=== block 1 ===
`config.mk`:
```
export PLATFORM = sky130hd
export DESIGN_NAME = div_op
export DESIGN_NICKNAME = d
export VERILOG_FILES = /design/src/rtl/alu_pkg.sv /design/src/rtl/sub_op.sv /design/src/rtl/div_op.sv
export SDC_FILE = /design/constraint.sdc
export NUM_CORES = 1
export LEC_CHECK = 0
export ABC_AREA = 1
export CAP_MARGIN = 40
export CORE_MARGIN = 3
export CORE_UTILIZATION = 45
export CTS_CLUSTER_DIAMETER = 150
export DETAILED_ROUTE_END_ITERATION = 16
export PLACE_DENSITY = 0.74
export SLEW_MARGIN = 20
export SYNTH_ARGS = -nofsm -noshare
export SYNTH_HDL_FRONTEND = slang
export SYNTH_SLANG_ARGS = --single-unit
```
`constraint.sdc`:
```
create_clock -name clock -period 15.3 [get_ports clock]
set_input_delay 3.825 -clock clock [delete_from_list [all_inputs] [get_ports clock]]
set_output_delay 3.825 -clock clock [all_outputs]
set_load 0.02 [all_outputs]
```
`src/rtl/alu_pkg.sv`:
```
// Shared ALU definitions: datapath width, divider state encoding, counter width.
package alu_pkg;

  localparam int unsigned DATA_WIDTH = 32;
  localparam int unsigned CNT_W      = $clog2(DATA_WIDTH) + 1;

  typedef enum logic [1:0] {
    IDLE = 2'd0,
    CALC = 2'd1,
    FIX  = 2'd2,
    DONE = 2'd3
  } div_state_e;

endpackage

```
`src/rtl/sub_op.sv`:
```
// Subtractor diff = a + ~b + 1 built on the ALU adder's generate/propagate carry chain.
module sub_op #(
  parameter int unsigned WIDTH = 33
) (
  input  logic [WIDTH-1:0] a_i,
  input  logic [WIDTH-1:0] b_i,
  output logic [WIDTH-1:0] diff_o,
  output logic             borrow_o
);

  logic [WIDTH-1:0] g;
  logic [WIDTH-1:0] p;
  logic [WIDTH:0]   c;

  assign g = a_i & ~b_i;
  assign p = a_i ^ ~b_i;

  always_comb begin
    c    = '0;
    c[0] = 1'b1;
    for (int unsigned i = 0; i < WIDTH; i++) begin
      c[i+1] = g[i] | (p[i] & c[i]);
    end
  end

  assign diff_o   = p ^ c[WIDTH-1:0];
  // No carry out of an a + ~b + 1 chain means a < b as unsigned values.
  assign borrow_o = ~c[WIDTH];

endmodule

```
`src/rtl/div_op.sv`:
```
// Multi-cycle signed restoring divider: quotient to LO, remainder to HI.
module div_op
  import alu_pkg::*;
#(
  parameter int unsigned WIDTH = DATA_WIDTH
) (
  input  logic             clock,
  input  logic             clear_n,
  input  logic             start,
  input  logic [WIDTH-1:0] A_reg,
  input  logic [WIDTH-1:0] B_reg,
  output logic             busy,
  output logic             done,
  output logic             div_by_zero,
  output logic [WIDTH-1:0] quotient_out,
  output logic [WIDTH-1:0] remainder_out
);

  localparam int unsigned CW = $clog2(WIDTH) + 1;

  div_state_e       state_q, state_d;
  logic [CW-1:0]    cnt_q, cnt_d;
  logic [WIDTH-1:0] rem_q, rem_d;
  logic [WIDTH-1:0] q_q, q_d;
  logic [WIDTH-1:0] dvs_q, dvs_d;
  logic             sgn_q_q, sgn_q_d;
  logic             sgn_r_q, sgn_r_d;
  logic [WIDTH-1:0] quot_q, quot_d;
  logic [WIDTH-1:0] remo_q, remo_d;
  logic             dbz_q, dbz_d;

  logic [WIDTH:0]   shifted, trial;
  logic             trial_borrow;
  logic [WIDTH-1:0] neg0_in, neg1_in, neg0, neg1;
  logic             neg0_borrow, neg1_borrow;
  logic             unused_bits;

  assign shifted = {rem_q, q_q[WIDTH-1]};

  sub_op #(.WIDTH(WIDTH + 1)) u_trial (
    .a_i      (shifted),
    .b_i      ({1'b0, dvs_q}),
    .diff_o   (trial),
    .borrow_o (trial_borrow)
  );

  // Two negators shared: operand magnitudes in IDLE, result sign fix-up in FIX.
  assign neg0_in = (state_q == FIX) ? q_q   : A_reg;
  assign neg1_in = (state_q == FIX) ? rem_q : B_reg;

  sub_op #(.WIDTH(WIDTH)) u_neg0 (
    .a_i      ('0),
    .b_i      (neg0_in),
    .diff_o   (neg0),
    .borrow_o (neg0_borrow)
  );

  sub_op #(.WIDTH(WIDTH)) u_neg1 (
    .a_i      ('0),
    .b_i      (neg1_in),
    .diff_o   (neg1),
    .borrow_o (neg1_borrow)
  );

  assign unused_bits = neg0_borrow ^ neg1_borrow ^ trial[WIDTH];

  always_ff @(posedge clock or negedge clear_n) begin
    if (!clear_n) begin
      state_q <= IDLE;
      cnt_q   <= '0;
      rem_q   <= '0;
      q_q     <= '0;
      dvs_q   <= '0;
      sgn_q_q <= 1'b0;
      sgn_r_q <= 1'b0;
      quot_q  <= '0;
      remo_q  <= '0;
      dbz_q   <= 1'b0;
    end else begin
      state_q <= state_d;
      cnt_q   <= cnt_d;
      rem_q   <= rem_d;
      q_q     <= q_d;
      dvs_q   <= dvs_d;
      sgn_q_q <= sgn_q_d;
      sgn_r_q <= sgn_r_d;
      quot_q  <= quot_d;
      remo_q  <= remo_d;
      dbz_q   <= dbz_d;
    end
  end

  always_comb begin
    state_d = state_q;
    cnt_d   = cnt_q;
    rem_d   = rem_q;
    q_d     = q_q;
    dvs_d   = dvs_q;
    sgn_q_d = sgn_q_q;
    sgn_r_d = sgn_r_q;
    quot_d  = quot_q;
    remo_d  = remo_q;
    dbz_d   = dbz_q;
    unique case (state_q)
      IDLE: begin
        if (start) begin
          sgn_q_d = A_reg[WIDTH-1] ^ B_reg[WIDTH-1];
          sgn_r_d = A_reg[WIDTH-1];
          q_d     = A_reg[WIDTH-1] ? neg0 : A_reg;
          dvs_d   = B_reg[WIDTH-1] ? neg1 : B_reg;
          rem_d   = '0;
          cnt_d   = '0;
          if (B_reg == '0) begin
            quot_d  = '1;
            remo_d  = A_reg;
            dbz_d   = 1'b1;
            state_d = DONE;
          end else begin
            dbz_d   = 1'b0;
            state_d = CALC;
          end
        end
      end
      CALC: begin
        // The partial remainder stays below the divisor, so its top bit is always 0.
        if (!trial_borrow) begin
          rem_d = trial[WIDTH-1:0];
          q_d   = {q_q[WIDTH-2:0], 1'b1};
        end else begin
          rem_d = shifted[WIDTH-1:0];
          q_d   = {q_q[WIDTH-2:0], 1'b0};
        end
        cnt_d = cnt_q + 1'b1;
        if (cnt_q == CW'(WIDTH - 1)) state_d = FIX;
      end
      FIX: begin
        quot_d  = sgn_q_q ? neg0 : q_q;
        remo_d  = sgn_r_q ? neg1 : rem_q;
        state_d = DONE;
      end
      DONE: state_d = IDLE;
      default: state_d = IDLE;
    endcase
  end

  assign busy          = (state_q == CALC) || (state_q == FIX);
  assign done          = (state_q == DONE);
  assign div_by_zero   = dbz_q;
  assign quotient_out  = quot_q;
  assign remainder_out = remo_q;

endmodule

```
=== block 2 ===
### src/rtl/ttl_gate_pkg.sv
// Shared definitions for the TTL gate models: op encodings, FSM states and
// per-op helper functions used by the wide reduction gates.
package ttl_gate_pkg;

    localparam int unsigned MODE_W       = 3;
    localparam int unsigned OP_W         = 2;
    localparam int unsigned MODE_INV_BIT = 2;

    typedef enum logic [OP_W-1:0] {
        OP_AND  = 2'b00,
        OP_OR   = 2'b01,
        OP_XOR  = 2'b10,
        OP_RSVD = 2'b11
    } op_e;

    typedef enum logic [1:0] {
        ST_IDLE  = 2'b00,
        ST_ACCUM = 2'b01,
        ST_DONE  = 2'b10
    } state_e;

    // Reserved encoding folds onto AND so downstream logic sees three ops only.
    function automatic op_e op_decode(input logic [OP_W-1:0] raw);
        case (raw)
            2'b01:   return OP_OR;
            2'b10:   return OP_XOR;
            default: return OP_AND;
        endcase
    endfunction

    function automatic logic op_identity(input op_e op);
        return (op == OP_AND || op == OP_RSVD);
    endfunction

    function automatic logic op_combine(input op_e op, input logic acc, input logic bit_in);
        case (op)
            OP_OR:   return acc | bit_in;
            OP_XOR:  return acc ^ bit_in;
            default: return acc & bit_in;
        endcase
    endfunction

endpackage

### src/rtl/ttl_reduce_chunk.sv
// Combinational reduction of one operand slice under an AND/OR/XOR select.
module ttl_reduce_chunk
    import ttl_gate_pkg::*;
#(
    parameter int unsigned WIDTH = 8
) (
    input  op_e              op,
    input  logic [WIDTH-1:0] a,
    output logic             y_c
);

    always_comb begin
        y_c = &a;
        case (op)
            OP_OR:   y_c = |a;
            OP_XOR:  y_c = ^a;
            default: y_c = &a;
        endcase
    end

endmodule

### src/rtl/ttl_reduce_gate_seq.sv
// Sequential wide gate: reduces a WIDTH_IN-bit operand delivered as CHUNK-bit
// slices over a valid/ready handshake, then pulses Y_Valid with the result.
module ttl_reduce_gate_seq
    import ttl_gate_pkg::*;
#(
    parameter int unsigned WIDTH_IN   = 32,
    parameter int unsigned CHUNK      = 8,
    parameter int unsigned DELAY_RISE = 0,
    parameter int unsigned DELAY_FALL = 0
) (
    input  logic              Clk,
    input  logic              Clear,
    input  logic              Start,
    input  logic [MODE_W-1:0] Mode,
    input  logic [CHUNK-1:0]  A,
    input  logic              A_Valid,
    output logic              A_Ready,
    output logic              Y,
    output logic              Y_Valid,
    output logic              Busy
);

    localparam int unsigned NUM_CHUNKS = WIDTH_IN / CHUNK;
    localparam int unsigned CNT_W      = $clog2(NUM_CHUNKS + 1);
    localparam logic [CNT_W-1:0] CNT_LAST = CNT_W'(NUM_CHUNKS - 1);

    state_e           state;
    op_e              op_q;
    logic             inv_q;
    logic             acc;
    logic [CNT_W-1:0] cnt;
    logic             y_q;
    logic             chunk_y_c;

    ttl_reduce_chunk #(.WIDTH(CHUNK)) u_chunk (
        .op  (op_q),
        .a   (A),
        .y_c (chunk_y_c)
    );

    // FSM, accumulator, counter and registered outputs in one process.
    always_ff @(posedge Clk) begin
        if (Clear) begin
            state   <= ST_IDLE;
            op_q    <= OP_AND;
            inv_q   <= 1'b0;
            acc     <= 1'b0;
            cnt     <= '0;
            y_q     <= 1'b0;
            Y_Valid <= 1'b0;
            A_Ready <= 1'b0;
            Busy    <= 1'b0;
        end else begin
            Y_Valid <= 1'b0;
            case (state)
                ST_IDLE: begin
                    if (Start) begin
                        op_q    <= op_decode(Mode[OP_W-1:0]);
                        inv_q   <= Mode[MODE_INV_BIT];
                        acc     <= op_identity(op_decode(Mode[OP_W-1:0]));
                        cnt     <= '0;
                        A_Ready <= 1'b1;
                        Busy    <= 1'b1;
                        state   <= ST_ACCUM;
                    end
                end
                ST_ACCUM: begin
                    if (A_Valid && A_Ready) begin
                        acc <= op_combine(op_q, acc, chunk_y_c);
                        cnt <= cnt + CNT_W'(1);
                        if (cnt == CNT_LAST) begin
                            A_Ready <= 1'b0;
                            state   <= ST_DONE;
                        end
                    end
                end
                ST_DONE: begin
                    y_q     <= acc ^ inv_q;
                    Y_Valid <= 1'b1;
                    Busy    <= 1'b0;
                    state   <= ST_IDLE;
                end
                default: begin
                    A_Ready <= 1'b0;
                    Busy    <= 1'b0;
                    state   <= ST_IDLE;
                end
            endcase
        end
    end

    // Gate propagation delay only modelled when a non-zero delay is requested.
    if (DELAY_RISE == 0 && DELAY_FALL == 0) begin : g_y_nodly
        assign Y = y_q;
    end else begin : g_y_dly
        assign #(DELAY_RISE, DELAY_FALL) Y = y_q;
    end

endmodule

### config.mk
export PLATFORM = sky130hd
export DESIGN_NAME = ttl_reduce_gate_seq
export DESIGN_NICKNAME = d
export VERILOG_FILES = /design/src/rtl/ttl_gate_pkg.sv /design/src/rtl/ttl_reduce_chunk.sv /design/src/rtl/ttl_reduce_gate_seq.sv
export SDC_FILE = /design/constraint.sdc
export NUM_CORES = 1
export LEC_CHECK = 0
export CAP_MARGIN = 20
export CORE_UTILIZATION = 30
export CTS_BUF_LIST = sky130_fd_sc_hd__clkbuf_8
export DETAILED_ROUTE_END_ITERATION = 16
export SLEW_MARGIN = 10
export SYNTH_ARGS = -nofsm -noshare
export SYNTH_HDL_FRONTEND = slang
export SYNTH_HIERARCHICAL = 1
export SYNTH_SLANG_ARGS = --single-unit
### constraint.sdc
create_clock -name Clk -period 4.6 [get_ports Clk]
set_input_delay 0.46 -clock Clk [delete_from_list [all_inputs] [get_ports Clk]]
set_output_delay 0.46 -clock Clk [all_outputs]
set_load 0.02 [all_outputs]
Block 1, wires at chosen ports, followed through buffers:
Scale: 2 px per um.
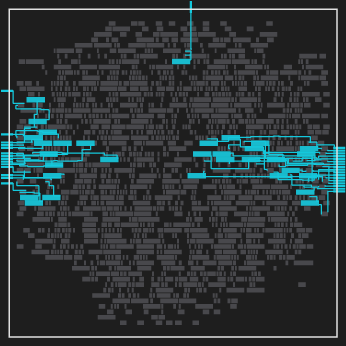
[remainder_out] cyan | bits: 32 | direction: output | edge: 17 right, 14 left, 1 top | end cells: 32 | buffers: 32 | wire: 1250 um

==> flow_summary.html, block 1 <==
<h2>Implementation results</h2>
<table>
<tr><th>Metric</th><th>Value</th></tr>
<tr><th colspan="2">Status</th></tr>
<tr><td>Result of the run</td><td>completed</td></tr>
<tr><th colspan="2">STA</th></tr>
<tr><td>Ratio of final minimum period to clock period</td><td>between 90% and 100%</td></tr>
<tr><th colspan="2">Clock network</th></tr>
<tr><td>TritonCTS clock tree</td><td>done</td></tr>
<tr><td>Source-to-sink clock delay at the later pin of the worst-skew pair</td><td>between 0.4 and 0.5 ns</td></tr>
<tr><td>Reg clk slew, reported paths</td><td>about 0.08 ns</td></tr>
<tr><td>Clk sinks</td><td>approximately 170</td></tr>
<tr><th colspan="2">Floorplan</th></tr>
<tr><td>Core Footprint</td><td>~24000 um^2</td></tr>
<tr><td>Initial core utilization</td><td>46.5%</td></tr>
<tr><th colspan="2">Layout</th></tr>
<tr><td>Data buffer area share</td><td>between 10% and 20%</td></tr>
<tr><td>Cell area after layout</td><td>13300 um^2</td></tr>
<tr><td># clk buffers</td><td>17</td></tr>
<tr><td>Growth of design area from synthesis to finish</td><td>19.2%</td></tr>
<tr><th colspan="2">Drt</th></tr>
<tr><td>Top Layer Used</td><td>met5</td></tr>
<tr><td>Count of antenna-violating nets left after detailed routing</td><td>0</td></tr>
<tr><th colspan="2">Power and ir drop</th></tr>
<tr><td>Maximum VDD drop</td><td>0.136 mV</td></tr>
<tr><td>Cell leakage power</td><td>0.00613 uW</td></tr>
<tr><td>Internal power summed over all cells</td><td>~1600 uW</td></tr>
<tr><th colspan="2">Global route</th></tr>
<tr><td>Wire length of the first global-routing pass</td><td>between 50000 and 60000 um</td></tr>
<tr><td>Most used routing layer</td><td>met2</td></tr>
<tr><td>Largest net degree at the start of global routing</td><td>approximately 70</td></tr>
<tr><td>Routing usage on met2</td><td>between 30% and 40%</td></tr>
<tr><th colspan="2">Synth</th></tr>
<tr><td>Most frequent cells after synthesis</td><td>351 x sky130_fd_sc_hd__nand2_1, 209 x sky130_fd_sc_hd__nor2_1, 171 x sky130_fd_sc_hd__dfrtp_1</td></tr>
<tr><td>Instance tally after logic synthesis</td><td>between 1000 and 1500</td></tr>
<tr><td>Post-synthesis sequential area ratio</td><td>38.5%</td></tr>
<tr><th colspan="2">Critical path</th></tr>
<tr><td>Number of buffers and inverters on the critical path</td><td>2</td></tr>
</table>
block 1: flip-flops by register name, indices dropped and copies added (netlist names), 2 cells and up:
register and count:
dvs_q 32, q_q 32, quotient_out 32, rem_q 32
remainder_out 32, cnt_q 6, state_q 2
block 1: path summary, 6_finish.rpt:
check / startpoint / end / cells after the start
max: q_q[31] / rem_q[25] / 38
min in group asynchronous: clear_n / rem_q[11] / 1
max in group asynchronous: clear_n / q_q[22] / 3
min reg2reg: div_by_zero / div_by_zero / 2
max reg2reg: q_q[31] / rem_q[25] / 38
min: div_by_zero / div_by_zero / 2
Block 2, signal wires by layer:
Scale: 6 px per um.
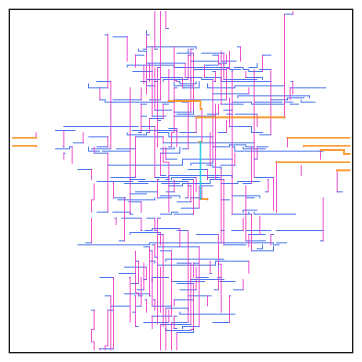
[M4] cyan | wire length: 9.50 um
[M2] magenta | wire length: 811 um
[M3] orange | wire length: 68.5 um
[M1] blue | wire length: 838 um

==> flow_summary.html, block 2 <==
<h2>Implementation results</h2>
<table>
<tr><th>Metric</th><th>Value</th></tr>
<tr><th colspan="2">Status</th></tr>
<tr><td>Result of the run</td><td>complete, but fails checks</td></tr>
<tr><td>Violated checks</td><td>design-rule violations</td></tr>
<tr><th colspan="2">STA</th></tr>
<tr><td>Ratio of final minimum period to clock period</td><td>a little over half</td></tr>
<tr><td>Tightest hold margin</td><td>between 0.4 and 0.5 ns</td></tr>
<tr><td>Max-Slew Margin vs Limit</td><td>roughly two thirds</td></tr>
<tr><th colspan="2">Synth</th></tr>
<tr><td>Main logic family</td><td>adder cells</td></tr>
<tr><td>Tally of yosys warning messages</td><td>6</td></tr>
<tr><td>Post-Synth Adder-Cell Area</td><td>between 20% and 30%</td></tr>
<tr><td>Netlist cell types</td><td>29</td></tr>
<tr><th colspan="2">Critical path</th></tr>
<tr><td>Number of buffers and inverters on the critical path</td><td>3</td></tr>
<tr><td>Crit-path slowest cell</td><td>sky130_fd_sc_hd__clkdlybuf4s50_1</td></tr>
<tr><th colspan="2">Layout</th></tr>
<tr><td>Flop share of the area</td><td>22.5%</td></tr>
<tr><td>Flip-flop and latch area</td><td>260 um^2</td></tr>
<tr><th colspan="2">Placement</th></tr>
<tr><td>RePlAce Congestion</td><td>0.687</td></tr>
<tr><th colspan="2">Floorplan</th></tr>
<tr><td>Vertical die dimension</td><td>~57 um</td></tr>
<tr><th colspan="2">Min path</th></tr>
<tr><td>Worst min-delay path class</td><td>reg -&gt; reg</td></tr>
<tr><th colspan="2">Drt</th></tr>
<tr><td>DRC errors left</td><td>2</td></tr>
</table>
## block 2: where the power goes
group	internal (uW)	switching, uW
clock network	58.9	41.1
registers	118	5.97
logic	32.0	26.2
## block 2: path summary, 6_finish.rpt
kind,startpoint,endpoint,slack (ns),cells after the start
max,A[6],acc,2.13,11
min reg2reg,cnt[2],cnt[2],0.47,2
min,cnt[2],cnt[2],0.47,2
max reg2reg,op_q[0],acc,2.51,10
## block 2: sequential cells by signal (all words and copies together) (netlist names)
signal,cells
cnt,3
op_q,2
state,2
A_Ready,1
Busy,1
Y,1
Y_Valid,1
acc,1
inv_q,1

==> layout pictures side by side <==
Pin map.
image #1
Scale: 4 px per um. Pins as bars across the die edge, other pins in grey.
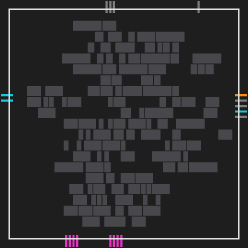
image #2
Scale: 1.5 px per um. Pins as bars across the die edge, other pins in grey.
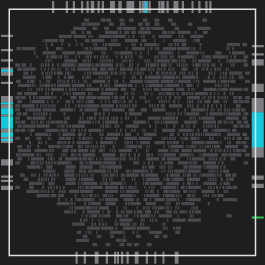
Block 2 is image #1.
Block 1 is image #2.
Of these, largest die: image #2
Of these, most pins: image #2



## Gallery

Congestion heat map.
Plate I
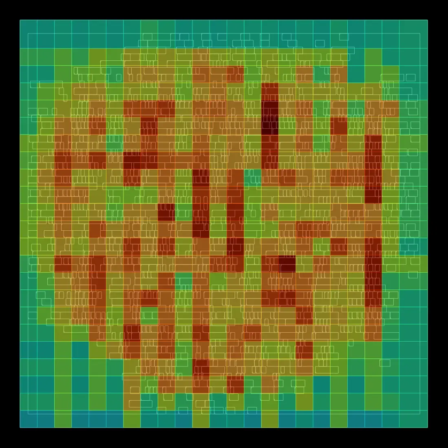
Plate II
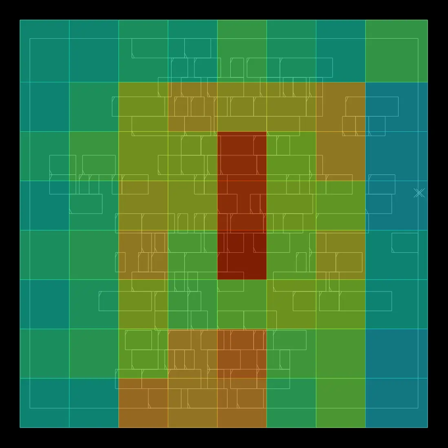
| picture | from |
|---|---|
| Plate II | block 2 |
| Plate I | block 1 |

Power and IR drop assume default switching activity.
